==================== pipe_ctrl_unit
pipe_ctrl_unit, wiring heat map:
Scale bar: 20 um. 17 x 29 tiles, from dark blue (low) to red (high), scaled to the fullest tile. Values are wire area over tile area, all layers added.
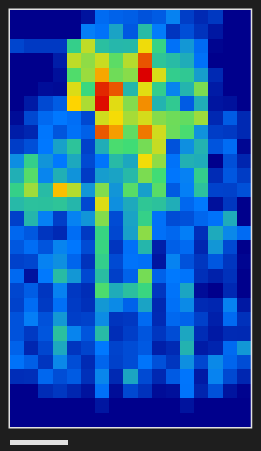
pipe_ctrl_unit, met1 routing:
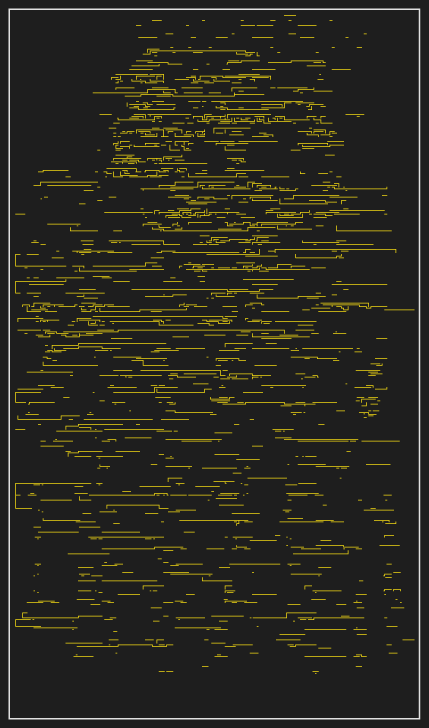
pipe_ctrl_unit, signal wires on met3:
Scale bar: 20 um.
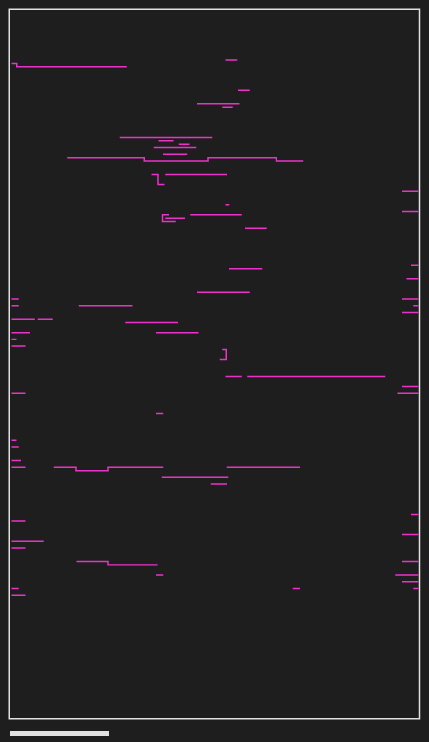
### config.mk
export PLATFORM = sky130hd
export DESIGN_NAME = pipe_ctrl_unit
export DESIGN_NICKNAME = d
export VERILOG_FILES = /design/src/rtl/pipe_ctrl_pkg.sv /design/src/rtl/pipe_ctrl_unit.sv
export SDC_FILE = /design/constraint.sdc
export NUM_CORES = 1
export LEC_CHECK = 0
export ABC_AREA = 1
export CORE_ASPECT_RATIO = 1.75
export CORE_UTILIZATION = 50
export CTS_CLUSTER_DIAMETER = 150
export DETAILED_ROUTE_END_ITERATION = 10
export PLACE_DENSITY = 0.76
export SYNTH_ARGS = -nofsm -noshare
export SYNTH_HDL_FRONTEND = slang
export SYNTH_SLANG_ARGS = --single-unit
### constraint.sdc
create_clock -name clk -period 2.55 [get_ports clk]
set_input_delay 0.3825 -clock clk [delete_from_list [all_inputs] [get_ports clk]]
set_output_delay 0.3825 -clock clk [all_outputs]
set_load 0.02 [all_outputs]
### src/rtl/pipe_ctrl_pkg.sv
// Shared opcode constants and opcode-class helpers for the RISC pipeline control path.
package pipe_ctrl_pkg;

   localparam int unsigned OP_NOP   = 0;
   localparam int unsigned OP_STORE = 3;
   localparam int unsigned OP_BRA   = 21;
   localparam int unsigned OP_BRC   = 22;

   function automatic logic is_branch(input int unsigned op);
      return (op == OP_BRA) || (op == OP_BRC);
   endfunction

   // Everything in 0..24 except NOP, STORE and the two branches writes the register file.
   function automatic logic writes_rf(input int unsigned op);
      return (op != OP_NOP) && (op != OP_STORE) && !is_branch(op) && (op <= 24);
   endfunction

endpackage

### src/rtl/pipe_ctrl_unit.sv
// Configurable-depth control pipeline: carries opcode/rd per stage, raises dm_we at the
// memory stage and rf_we at writeback, with global stall, branch flush and retire counter.
module pipe_ctrl_unit
   import pipe_ctrl_pkg::*;
#(
   parameter int OP_W     = 6,
   parameter int REG_AW   = 5,
   parameter int NSTAGES  = 11,
   parameter int BR_STAGE = 4,
   parameter int DM_STAGE = 6
) (
   input  logic              clk,
   input  logic              reset,
   input  logic              in_valid,
   input  logic [OP_W-1:0]   in_op,
   input  logic [REG_AW-1:0] in_rd,
   output logic              in_ready,
   input  logic              stall,
   input  logic              br_taken,
   output logic              flush,
   output logic              dm_we,
   output logic              rf_we,
   output logic [REG_AW-1:0] rf_waddr,
   output logic [31:0]       retire_cnt
);

   localparam int WB = NSTAGES - 1;

   generate
      if (!((1 <= BR_STAGE) && (BR_STAGE < DM_STAGE) && (DM_STAGE < NSTAGES - 1))) begin : g_bad_params
         $error("pipe_ctrl_unit: require 1 <= BR_STAGE < DM_STAGE < NSTAGES-1");
      end
   endgenerate

   logic              vld_p [1:WB];
   logic [OP_W-1:0]   op_p  [1:WB];
   logic [REG_AW-1:0] rd_p  [1:WB];

   logic advance;
   logic br_fire;

   assign advance  = ~stall;
   assign br_fire  = vld_p[BR_STAGE] & is_branch(32'(op_p[BR_STAGE])) & br_taken & ~stall;
   assign in_ready = ~stall & ~br_fire;
   assign flush    = br_fire;

   generate
      for (genvar k = 1; k <= WB; k++) begin : g_stage
         // Stages at or younger than the resolving branch are killed when it fires.
         localparam logic KILLABLE = (k <= BR_STAGE);

         logic              v_src;
         logic [OP_W-1:0]   op_src;
         logic [REG_AW-1:0] rd_src;
         logic              v_q;
         logic [OP_W-1:0]   op_q;
         logic [REG_AW-1:0] rd_q;

         if (k == 1) begin : g_head
            assign v_src  = in_valid & in_ready;
            assign op_src = in_op;
            assign rd_src = in_rd;
         end else begin : g_body
            assign v_src  = vld_p[k-1];
            assign op_src = op_p[k-1];
            assign rd_src = rd_p[k-1];
         end

         always_ff @(posedge clk or negedge reset) begin
            if (!reset) begin
               v_q <= 1'b0;
            end else if (advance) begin
               v_q <= v_src & ~(br_fire & KILLABLE);
            end
         end

         always_ff @(posedge clk) begin
            if (advance) begin
               op_q <= op_src;
               rd_q <= rd_src;
            end
         end

         assign vld_p[k] = v_q;
         assign op_p[k]  = op_q;
         assign rd_p[k]  = rd_q;
      end
   endgenerate

   // Memory and writeback stage outputs, suppressed while stalled so no write repeats.
   assign dm_we    = vld_p[DM_STAGE] & (op_p[DM_STAGE] == OP_W'(OP_STORE)) & ~stall;
   assign rf_we    = vld_p[WB] & writes_rf(32'(op_p[WB])) & ~stall;
   assign rf_waddr = reset ? rd_p[WB] : '0;

   always_ff @(posedge clk or negedge reset) begin
      if (!reset) begin
         retire_cnt <= 32'd0;
      end else if (vld_p[WB] & ~stall) begin
         retire_cnt <= retire_cnt + 32'd1;
      end
   end

endmodule

==> run notes <==
* 33 — Distinct lib cells used
* 0 — final slew viol count
* 2.17 ns — required time of the critical path
* finished clean — status
* 0.1981% — Multiplexer share
* 849.1 nW/um2 — total power per unit cell area
* 0.007920 ns — final worst clock skew
* 0 — Post-CTS Setup Repair Bufs
* 395 — cell count after synthesis
* 46.3% — Clk pwr share
* 0.06 ns — Clock transition at path regs
* 2.360 ns — post-layout minimum cycle time
* 587 — # placed instances
* 13.76% — share of final-layout standard cells stronger than drive strength 1
* 0.1167 ns — worst setup slack before clock tree synthesis
* 0 — initial antenna violation count
* register — type of origin of the critical path
* 0 — total count of hold-check failures in the final report
* 28.45% — met2 Resource Use GR
* sky130_fd_sc_hd__edfxtp_1 — top_reg_cell synth
* 9.404% — Clock-cell share
* 92.57% — Final period util
* 56 — I/O Buffers
* 3.517 mm — DRT met1 WL
* false — unrepaired setup endpoints after global routing
* sky130_fd_sc_hd__edfxtp_1, sky130_fd_sc_hd__nand2_1, sky130_fd_sc_hd__dfrtp_1 — most numerous cell types in the synthesized netlist
* 36 — Signal inverters
* 1 — Worst Path Buf+Inv
* 2 — Clock Tree Buf Depth
* 16.82% — Comb area share
* 2.81 mW — power attributed to the clock group
* sky130_fd_sc_hd__edfxtp_1 — Commonest Layout Cell
* 0 — drc violations
* sky130_fd_sc_hd__edfxtp_1, sky130_fd_sc_hd__dfrtp_1, sky130_fd_sc_hd__nand2_1 — Cell area leaders
* 0 — maximum capacitance violations
* 4.829 mW — internal power
* 8.474% — Layout non-clock buf frac
* xor2_1, a31oi_2, clkdlybuf4s50_1 — worst-path cell chain
* sky130_fd_sc_hd__clkbuf_16 — clock root buffer master
* 0.7235 mV — largest voltage drop on the vdd net
* 4 — number of iterations in the first detailed-routing pass
* 491 — final net count
* 0 — antenna diode instance count
* 395 — yosys stat cell total
* 5.165 — routed via count divided by cell count
* 2.93 mW — power of the sequential group
* 19 — Clock buffer cells
* 0 — cts-stage hold buffer count
* flip-flops and latches — Leading cell kind
* reg -> out — critical path start-end classification
* 4 — crit path max fanout
* 412 — synthesized net count
* 5684 um2 — Mapped Area
* sky130_fd_sc_hd__edfxtp_1 — post-synthesis cell type with the largest combined area
Notes on 'wiring heat map' of pipe_ctrl_unit above:
nearly empty tiles	16%
tiles over half the peak	12%
densest ninth of the die	top center
count of vias placed by the detailed router: 3197
global routing usage summed across all routing layers: 17.15%
detailed-route wire length per cell: 14.58 um
final wirelength: 9.027 mm

Notes on 'met1 routing' of pipe_ctrl_unit above:
longest straight run	33.6 um
main direction	horizontal
wire length on this layer	3520 um
Global Route met1 Usage: 19.47%

Notes on 'signal wires on met3' of pipe_ctrl_unit above:
main direction	horizontal
wire length on this layer	395 um
longest straight run	27.6 um
global-route track usage on met3: 5.495%

## registers in the layout, summed over array words and instances, names as in the netlist
name            flops
g_stage.rd_q       45
g_stage.v_q         9
g_stage.op_q       54
g_stage.rd_src      5
g_stage.v_src       1
g_stage.op_src      6
retire_cnt         32
## metrics by stage
stage                     utilization [%]  hold WS (ns)  cell area (um2)
after floorplan                         -       0.08691             5684
after global placement              58.10        0.4014             6451
after detailed placement            58.10        0.4045             6451
after CTS                           64.13        0.1355             7121
after global routing                64.23        0.1931             7132
final                               64.23        0.1170             7132
## path summary, 6_finish.rpt
kind                                     from  slack, ns                 end  cells after the start
min reg2reg                g_stage[7].rd_q[2]       0.41  g_stage[8].rd_q[2]                      0
min                                     reset       0.12       retire_cnt[3]                      2
max reg2reg                    retire_cnt[19]       0.99      retire_cnt[27]                      5
max in group asynchronous               reset       2.06      retire_cnt[31]                      2
min in group clk           g_stage[7].rd_q[2]       0.41  g_stage[8].rd_q[2]                      0
max                        g_stage[4].op_q[1]       0.19            in_ready                      3
## timing repair
action / CTS / global route
hold endpoints to repair: 0 / 0
resized: 1 / 2
setup endpoints to repair: 1 / 1

==================== alu_srcb_stage
`config.mk`:
```
export PLATFORM = sky130hd
export DESIGN_NAME = alu_srcb_stage
export DESIGN_NICKNAME = d
export VERILOG_FILES = /design/src/rtl/alu_srcb_stage.sv
export SDC_FILE = /design/constraint.sdc
export NUM_CORES = 1
export LEC_CHECK = 0
export ABC_AREA = 1
export CAP_MARGIN = 20
export CORE_MARGIN = 1.5
export CORE_UTILIZATION = 45
export DETAILED_ROUTE_END_ITERATION = 12
export PLACE_DENSITY_LB_ADDON = 0.15
export SLEW_MARGIN = 0
export SYNTH_ARGS = -nofsm -noshare
export SYNTH_HDL_FRONTEND = slang
export SYNTH_SLANG_ARGS = --single-unit
```
`constraint.sdc`:
```
create_clock -name clk -period 1.6 [get_ports clk]
set_input_delay 0.16 -clock clk [delete_from_list [all_inputs] [get_ports clk]]
set_output_delay 0.16 -clock clk [all_outputs]
set_load 0.02 [all_outputs]
```
`src/rtl/alu_srcb_stage.sv`:
```
// rtl/alu_srcb_stage.sv - ALU B-operand generator with 2-entry elastic output buffer
//
// Purpose:
//   Builds every B-operand form from the raw instruction fields and selects
//   one of them with ALUSrcB. The selected operand is registered into a
//   head/skid elastic buffer, so the ALU B input is pipelined and can stall.
//
// Optional feature macro: ALUSRCB_ILLEGAL_SEL_EN
//   When defined, the illegal_sel port is added. It is a sticky flag that
//   records any accepted request with ALUSrcB = 3'b111.
//
// Ports:
//   clk          in   1        rising-edge clock
//   reset        in   1        synchronous, active-high reset
//   in_valid     in   1        upstream has an operand request
//   in_ready     out  1        stage can accept a request
//   Reg2         in   WIDTH    read register 2 value
//   Imm          in   IMM_W    raw instruction immediate
//   Shamt        in   SHAMT_W  raw shift-amount field
//   ALUSrcB      in   3        operand select
//   out_valid    out  1        ValueB holds a valid operand
//   out_ready    in   1        ALU consumes ValueB this cycle
//   ValueB       out  WIDTH    B operand for the ALU
//   illegal_sel  out  1        sticky reserved-select flag (macro builds only)

module alu_srcb_stage #(
    parameter int WIDTH     = 32,
    parameter int IMM_W     = 16,
    parameter int SHAMT_W   = 5,
    parameter int INC_CONST = 4
) (
    input  logic               clk,
    input  logic               reset,
    input  logic               in_valid,
    output logic               in_ready,
    input  logic [WIDTH-1:0]   Reg2,
    input  logic [IMM_W-1:0]   Imm,
    input  logic [SHAMT_W-1:0] Shamt,
    input  logic [2:0]         ALUSrcB,
    output logic               out_valid,
    input  logic               out_ready,
    output logic [WIDTH-1:0]   ValueB
`ifdef ALUSRCB_ILLEGAL_SEL_EN
    ,
    output logic               illegal_sel
`endif
);

    // Select encodings
    localparam logic [2:0] SEL_REG2   = 3'b000;
    localparam logic [2:0] SEL_INC    = 3'b001;
    localparam logic [2:0] SEL_SEXT   = 3'b010;
    localparam logic [2:0] SEL_SEXT_2 = 3'b011;
    localparam logic [2:0] SEL_ZEXT   = 3'b100;
    localparam logic [2:0] SEL_LUI    = 3'b101;
    localparam logic [2:0] SEL_SHAMT  = 3'b110;
    localparam logic [2:0] SEL_RSVD   = 3'b111;

    typedef enum logic [1:0] {
        ST_EMPTY = 2'd0,
        ST_ONE   = 2'd1,
        ST_TWO   = 2'd2
    } state_t;

    state_t           state;
    state_t           state_next;

    logic [WIDTH-1:0] head;
    logic [WIDTH-1:0] skid;

    logic [WIDTH-1:0] imm_sext;
    logic [WIDTH-1:0] imm_zext;
    logic [WIDTH-1:0] operand;

    logic             accept;
    logic             xfer;
    logic             head_load;
    logic             head_from_skid;
    logic             skid_load;

    // ------------------------------------------------------------------
    // Operand generation
    // ------------------------------------------------------------------
    assign imm_sext = {{(WIDTH-IMM_W){Imm[IMM_W-1]}}, Imm};
    assign imm_zext = {{(WIDTH-IMM_W){1'b0}}, Imm};

    always_comb begin
        operand = '0;
        case (ALUSrcB)
            SEL_REG2:   operand = Reg2;
            SEL_INC:    operand = WIDTH'(INC_CONST);
            SEL_SEXT:   operand = imm_sext;
            // Word-offset form: the two top bits of the extended value fall off.
            SEL_SEXT_2: operand = imm_sext << 2;
            SEL_ZEXT:   operand = imm_zext;
            // Immediate placed in the top IMM_W bits, low bits zero.
            SEL_LUI:    operand = {Imm, {(WIDTH-IMM_W){1'b0}}};
            SEL_SHAMT:  operand = {{(WIDTH-SHAMT_W){1'b0}}, Shamt};
            SEL_RSVD:   operand = '0;
            default:    operand = '0;
        endcase
    end

    // ------------------------------------------------------------------
    // Handshake
    // ------------------------------------------------------------------
    // Both flags decode the state register only, so in_ready has no
    // combinational dependency on out_ready.
    assign out_valid = (state != ST_EMPTY);
    assign in_ready  = (state != ST_TWO);
    assign accept    = in_valid && in_ready;
    assign xfer      = out_valid && out_ready;
    assign ValueB    = head;

    // ------------------------------------------------------------------
    // Elastic buffer FSM: next state and load controls
    // ------------------------------------------------------------------
    always_comb begin
        state_next     = state;
        head_load      = 1'b0;
        head_from_skid = 1'b0;
        skid_load      = 1'b0;
        case (state)
            ST_EMPTY: begin
                if (accept) begin
                    state_next = ST_ONE;
                    head_load  = 1'b1;
                end
            end
            ST_ONE: begin
                if (accept && xfer) begin
                    // Head leaves and is replaced in the same cycle.
                    state_next = ST_ONE;
                    head_load  = 1'b1;
                end else if (accept) begin
                    state_next = ST_TWO;
                    skid_load  = 1'b1;
                end else if (xfer) begin
                    state_next = ST_EMPTY;
                end
            end
            ST_TWO: begin
                // in_ready is low here, so no accept can occur.
                if (xfer) begin
                    state_next     = ST_ONE;
                    head_load      = 1'b1;
                    head_from_skid = 1'b1;
                end
            end
            default: begin
                state_next = ST_EMPTY;
            end
        endcase
    end

    // ------------------------------------------------------------------
    // State and storage registers
    // ------------------------------------------------------------------
    always_ff @(posedge clk) begin
        if (reset) begin
            state <= ST_EMPTY;
            head  <= '0;
            skid  <= '0;
        end else begin
            state <= state_next;
            if (head_load) begin
                head <= head_from_skid ? skid : operand;
            end
            if (skid_load) begin
                skid <= operand;
            end
        end
    end

`ifdef ALUSRCB_ILLEGAL_SEL_EN
    // Sticky: once a reserved select is accepted, only reset clears it.
    always_ff @(posedge clk) begin
        if (reset) begin
            illegal_sel <= 1'b0;
        end else if (accept && (ALUSrcB == SEL_RSVD)) begin
            illegal_sel <= 1'b1;
        end
    end
`endif

endmodule

```
==> run notes <==
* 28.54% — Switching Share
* 3560 um2 — Mapped Area
* 1.293 mW — Switching Power
* 27.83% — global routing usage summed across all routing layers
* 1.35 ns — Arr. time, crit path
* 37.12% — sequential-to-total area share from yosys stat
* 0 — antenna diode instance count
* 8453 um2 — overall chip area
* 1321 um2 — Sequential Area
* 22 — Distinct lib cells used
* 32 — # rows
* built — clock tree from TritonCTS
* 46.31% — share of the core filled by cells before placement
* 756 — post-layout instance count excluding filler cells
* 26 — number of OpenROAD warnings
* 2 — count of cells along the worst hold path
* 4961 um2 — area of all placed cells without fillers
* 0% — xor and xnor fraction of the mapped netlist area
* 66 — sequential cells
* simple AND/OR/NAND/NOR gates — top logic cell family in the synthesized netlist
* 0 — antenna viol nets, final
* 0.09119 ns — Worst Slack Setup Final
* 0 — drc violations
* 8.011 mm — detailed-placement wirelength estimate
* 91.94 um — x dimension of the die
* multi-input combinational cells — Leading cell kind
* 26.63% — fraction of area in registers
* 740 — # placed instances
* 3 — Max H-tree Level
* 4715 um2 — area after detailed placement
* 0.34 ns — clock insertion delay at the later pin of the skew report
* finished clean — status
* sky130_fd_sc_hd__clkbuf_8 — clock root buffer master
* 5 — number of iterations in the first detailed-routing pass
* 662.8 MHz — timing-limited maximum frequency
* 0 — total count of hold-check failures in the final report
* 0 — cts-stage hold buffer count
* 2.139 nW — static power due to leakage
* 39.8% — sequential fraction of design power
* 0.4168 ns — pin slew with the least headroom to its limit
* 0% — adder share
* state[1] — Crit Reg-Reg Startpoint
* 94 — total I/O pin count
* 1 — Worst Path Buf+Inv
* 0.5183 ns — worst slack on hold paths
* 3.238 mW — internal power
==> power groups by stage <==
stage / combinational, mW / clock (mW) / sequential (mW)
6_report: 0.963 / 1.77 / 1.80
5_1_grt: 1.04 / 1.87 / 1.81
2_1_floorplan: 0.400 / 0 / 1.91
3_5_place_dp: 0.955 / 0 / 1.84
3_3_place_gp: 0.947 / 0 / 1.83
4_1_cts: 0.959 / 1.78 / 1.80
==> routing by layer <==
metal	track usage (%)	wire length [um]	share of wire, %	vias to the layer above
met1	36.99	4983	44	1905
met3	4.395	779	6.8	22
met5	0	0	0	-
met2	45.80	5469	48	179
met4	9.487	222	1.9	0
li1	-	-	-	2024
==> Yosys cell counts (all sizes together) <==
cell type | n | area (um2)
buf | 28 | 163.9
nor3 | 1 | 5.000
nor2 | 78 | 315.3
a21oi | 39 | 195.2
clkinv | 1 | 5.000
nand3 | 90 | 455.4
dfxtp | 66 | 1321
nand4 | 20 | 125.1
o21ai | 70 | 350.3
clkbuf | 14 | 52.55
or2 | 2 | 12.51
inv | 43 | 163.9
nand2 | 105 | 394.1
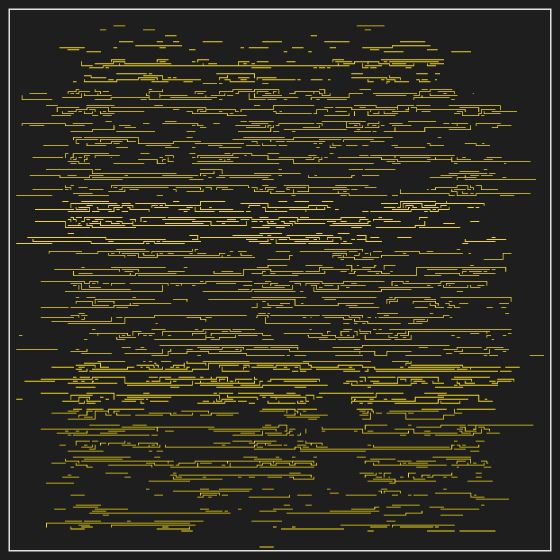
alu_srcb_stage: met1 routing
longest straight run	41.9 um
share of all routed wire	44%
main direction	horizontal
wire length on this layer	4980 um
nets with wire on the layer	627
count of vias placed by the detailed router: 4130
Global Route met1 Usage: 36.99%
final wirelength: 11.45 mm


==================== ysyx_22040386_wb_arbiter
$ cat config.mk
export PLATFORM = sky130hd
export DESIGN_NAME = ysyx_22040386_wb_arbiter
export DESIGN_NICKNAME = d
export VERILOG_FILES = /design/src/rtl/ysyx_22040386_wb_arbiter.sv
export SDC_FILE = /design/constraint.sdc
export NUM_CORES = 1
export LEC_CHECK = 0
export CORE_AREA = 2 2 151 153
export DETAILED_ROUTE_END_ITERATION = 16
export DIE_AREA = 0 0 153 155
export GPL_ROUTABILITY_DRIVEN = 0
export PLACE_DENSITY = 0.64
export REMOVE_ABC_BUFFERS = 1
export SYNTH_ARGS = -nofsm -noshare
export SYNTH_HDL_FRONTEND = slang
export SYNTH_SLANG_ARGS = --single-unit
$ cat constraint.sdc
create_clock -name clk -period 1.96 [get_ports clk]
set_clock_uncertainty 0.2 [all_clocks]
set_input_delay 0.196 -clock clk [delete_from_list [all_inputs] [get_ports clk]]
set_output_delay 0.196 -clock clk [all_outputs]
set_load 0.01 [all_outputs]
$ cat src/rtl/ysyx_22040386_wb_arbiter.sv
// Write-back arbiter and busy scoreboard for the NPC 32x64 register file.
// Optional decode forwarding of the in-flight write: define YSYX_22040386_WB_FWD_EN.
module ysyx_22040386_wb_arbiter #(
  parameter int DATA_WIDTH   = 64,
  parameter int ADDR_WIDTH   = 5,
  parameter int STARVE_LIMIT = 4
) (
  input  logic                  clk,
  input  logic                  rst_n,
  input  logic                  alu_valid,
  output logic                  alu_ready,
  input  logic [ADDR_WIDTH-1:0] alu_addr,
  input  logic [DATA_WIDTH-1:0] alu_data,
  input  logic                  lsu_valid,
  output logic                  lsu_ready,
  input  logic [ADDR_WIDTH-1:0] lsu_addr,
  input  logic [DATA_WIDTH-1:0] lsu_data,
  input  logic                  rsv_valid,
  input  logic [ADDR_WIDTH-1:0] rsv_addr,
  output logic [31:0]           busy,
  output logic                  rf_wen,
  output logic [ADDR_WIDTH-1:0] rf_waddr,
  output logic [DATA_WIDTH-1:0] rf_wdata,
  input  logic [ADDR_WIDTH-1:0] raddr1,
  input  logic [ADDR_WIDTH-1:0] raddr2,
  output logic                  fwd1_hit,
  output logic [DATA_WIDTH-1:0] fwd1_data,
  output logic                  fwd2_hit,
  output logic [DATA_WIDTH-1:0] fwd2_data
);

  localparam logic [3:0] LIMIT = 4'(STARVE_LIMIT);

  logic [3:0]            starve_cnt;
  logic                  starve_hit;
  logic                  alu_xfer;
  logic                  lsu_xfer;
  logic [ADDR_WIDTH-1:0] win_addr;
  logic [DATA_WIDTH-1:0] win_data;
  logic [31:0]           busy_next;

  // Ready depends only on the valids and the counter, never on address or data.
  assign starve_hit = (starve_cnt == LIMIT);
  assign alu_ready  = alu_valid && (!lsu_valid || starve_hit);
  assign lsu_ready  = lsu_valid && !(alu_valid && starve_hit);
  assign alu_xfer   = alu_valid && alu_ready;
  assign lsu_xfer   = lsu_valid && lsu_ready;
  assign win_addr   = alu_xfer ? alu_addr : lsu_addr;
  assign win_data   = alu_xfer ? alu_data : lsu_data;

  // NOTE: sequential state uses non-blocking assignments so every flop samples
  // pre-edge values regardless of process ordering.
  always_ff @(posedge clk or negedge rst_n) begin
    if (!rst_n) begin
      starve_cnt <= '0;
    end else if (alu_xfer) begin
      starve_cnt <= '0;
    end else if (alu_valid && !starve_hit) begin
      starve_cnt <= starve_cnt + 4'd1;
    end
  end

  always_ff @(posedge clk or negedge rst_n) begin
    if (!rst_n) begin
      rf_wen   <= 1'b0;
      rf_waddr <= '0;
      rf_wdata <= '0;
    end else begin
      rf_wen <= (alu_xfer || lsu_xfer) && (win_addr != '0);
      if (alu_xfer || lsu_xfer) begin
        rf_waddr <= win_addr;
        rf_wdata <= win_data;
      end
    end
  end

  // NOTE: default every combinational output first so no path infers a latch.
  always_comb begin
    busy_next = busy;
    if (rf_wen) busy_next[rf_waddr] = 1'b0;
    // A new reservation supersedes the committing producer of the same register.
    if (rsv_valid && (rsv_addr != '0)) busy_next[rsv_addr] = 1'b1;
    busy_next[0] = 1'b0;
  end

  always_ff @(posedge clk or negedge rst_n) begin
    if (!rst_n) busy <= '0;
    else        busy <= busy_next;
  end

`ifdef YSYX_22040386_WB_FWD_EN
  assign fwd1_hit  = rf_wen && (raddr1 == rf_waddr);
  assign fwd2_hit  = rf_wen && (raddr2 == rf_waddr);
  assign fwd1_data = fwd1_hit ? rf_wdata : '0;
  assign fwd2_data = fwd2_hit ? rf_wdata : '0;
`else
  logic unused_raddr;
  assign unused_raddr = ^{raddr1, raddr2};
  assign fwd1_hit  = 1'b0;
  assign fwd2_hit  = 1'b0;
  assign fwd1_data = '0;
  assign fwd2_data = '0;
`endif

endmodule
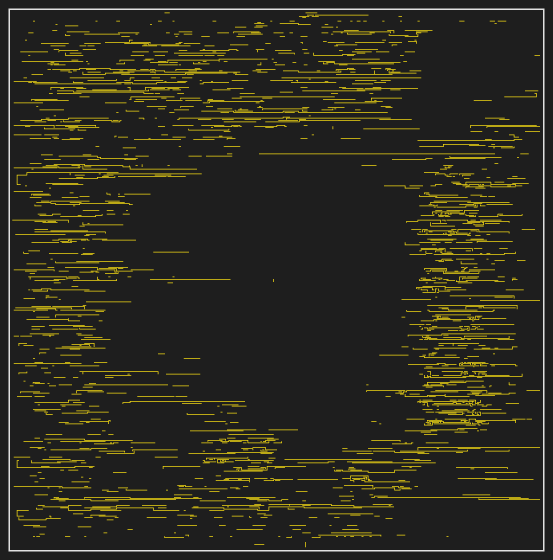
ysyx_22040386_wb_arbiter: met1 routing
longest straight run	67.6 um
main direction	horizontal
wire length on this layer	6740 um
nets with wire on the layer	709
share of all routed wire	39%
Global Route met1 Usage: 15.01%
count of vias placed by the detailed router: 4517
final wirelength: 17.46 mm

==> run notes <==
* finished, violations left — status
* setup timing — failing checks
* 23.64% — met2 Resource Use GR
* sky130_fd_sc_hd__clkdlybuf4s50_1 — Commonest Layout Cell
* register — type of origin of the critical path
* 28 — Distinct lib cells used
* 0.6638 ns — pin slew with the least headroom to its limit
* sky130_fd_sc_hd__clkbuf_16 — clock root buffer master
* 0 — antenna diode instance count
* 1.90 mW — power attributed to the clock group
* 100.6% — Final period util
* 31.01% — Switching Share
* built — clock tree from TritonCTS
* 0 — total count of hold-check failures in the final report
* 4.210 — routed via count divided by cell count
* 943 — final net count
* 3.820 nW — static power due to leakage
* 26.77% — share of the core filled by cells before placement
* combinational cells — Main power group
* reg -> out — critical path start-end classification
* 2858 um2 — MI comb area
* 169 — initial DRC count
* 0 — overflow left after global routing
* 0.4192 mV — largest voltage drop on the vdd net
* 5.543% — global-route track usage on met3
* 40 — number of OpenROAD warnings
* 3 — final setup violation count
* 41.1% — combinational share of power
* 7 — reg2reg path depth
* 100.0% — proportion of register bits with asynchronous set or reset after synthesis
* 4.184% — AND/OR/NAND/NOR Cells, Area Fraction
* 0.35 ns — clock insertion delay at the later pin of the skew report
* 0 — antenna viol nets, final
* 0.08 ns — Clock transition at path regs
* 392 — total I/O pin count
* -0.01148 ns — Worst Slack Setup Final
* 4 — number of iterations in the first detailed-routing pass
* 507 — yosys stat cell total
* 1.711 mm — Detail Route met3 WL
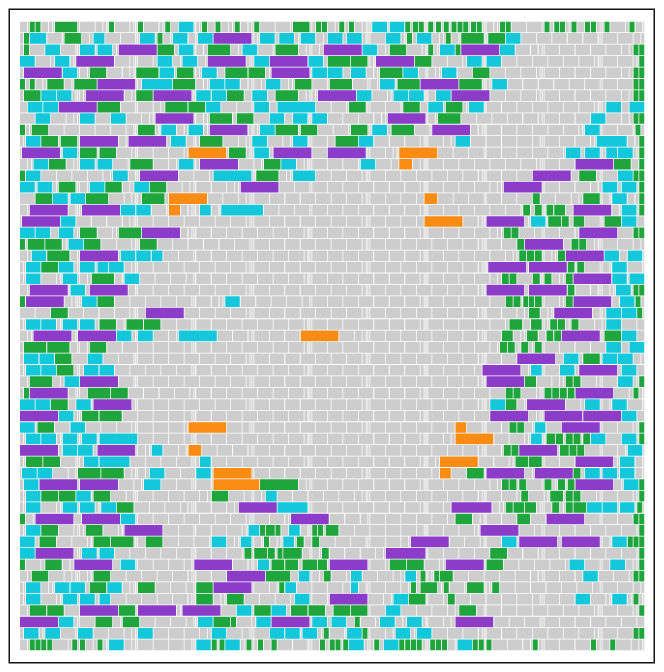
ysyx_22040386_wb_arbiter: placed cells, one color a class
Fill, decap, tap and diode cells in gray.
class	color	cells	share of their area
registers	purple	105	30%
remaining buffers and delay cells	cyan	281	33%
clock drivers and dummy loads	orange	16	3.5%
remaining logic cells	green	386	33%
area of all placed cells without fillers: 9044 um2
# rows: 55
final standard cell utilization of the core: 40.69%
area of the core: 22230 um2

==> synth_stat cells (all sizes together) (3+ instances only) <==
cell	instances	area, um2
nand2	6	22.52
or3b	7	61.31
dfrtp	105	2628
nor2	3	11.26
buf	145	1089
nand3	5	25.02
inv	4	15.01
o21ai	66	341.6
nand3b	10	75.07
mux2	138	1554
==> how the worst max path moves through the flow <==
stage | startpoint | endpoint | slack (ns) | cells past startpoint
final | starve_cnt[0] | alu_ready | -0.01 | 6
after global routing | starve_cnt[0] | alu_ready | -0.11 | 6
after CTS | starve_cnt[0] | alu_ready | -0.05 | 6
after detailed placement | alu_valid | rf_waddr[1] | -0.18 | 6
after global placement | alu_valid | rf_waddr[2] | -0.16 | 6
after floorplan | alu_valid | rf_waddr[0] | -0.27 | 3
==> sequential cells by signal, indices dropped and copies added, names as in the netlist <==
signal	count
rf_wdata	64
busy	31
rf_waddr	5
starve_cnt	4
rf_wen	1
==> cell type report <==
type	count	share of cell area [%]
clock inverter	7	0.8716
inverter	4	0.1660
tap	285	3.943
clock buffer	9	2.490
timing repair buffer	281	31.85
multi-input combinational	382	31.60
sequential	105	29.08

No activity file was given, so power comes from the tool's default toggle rates.
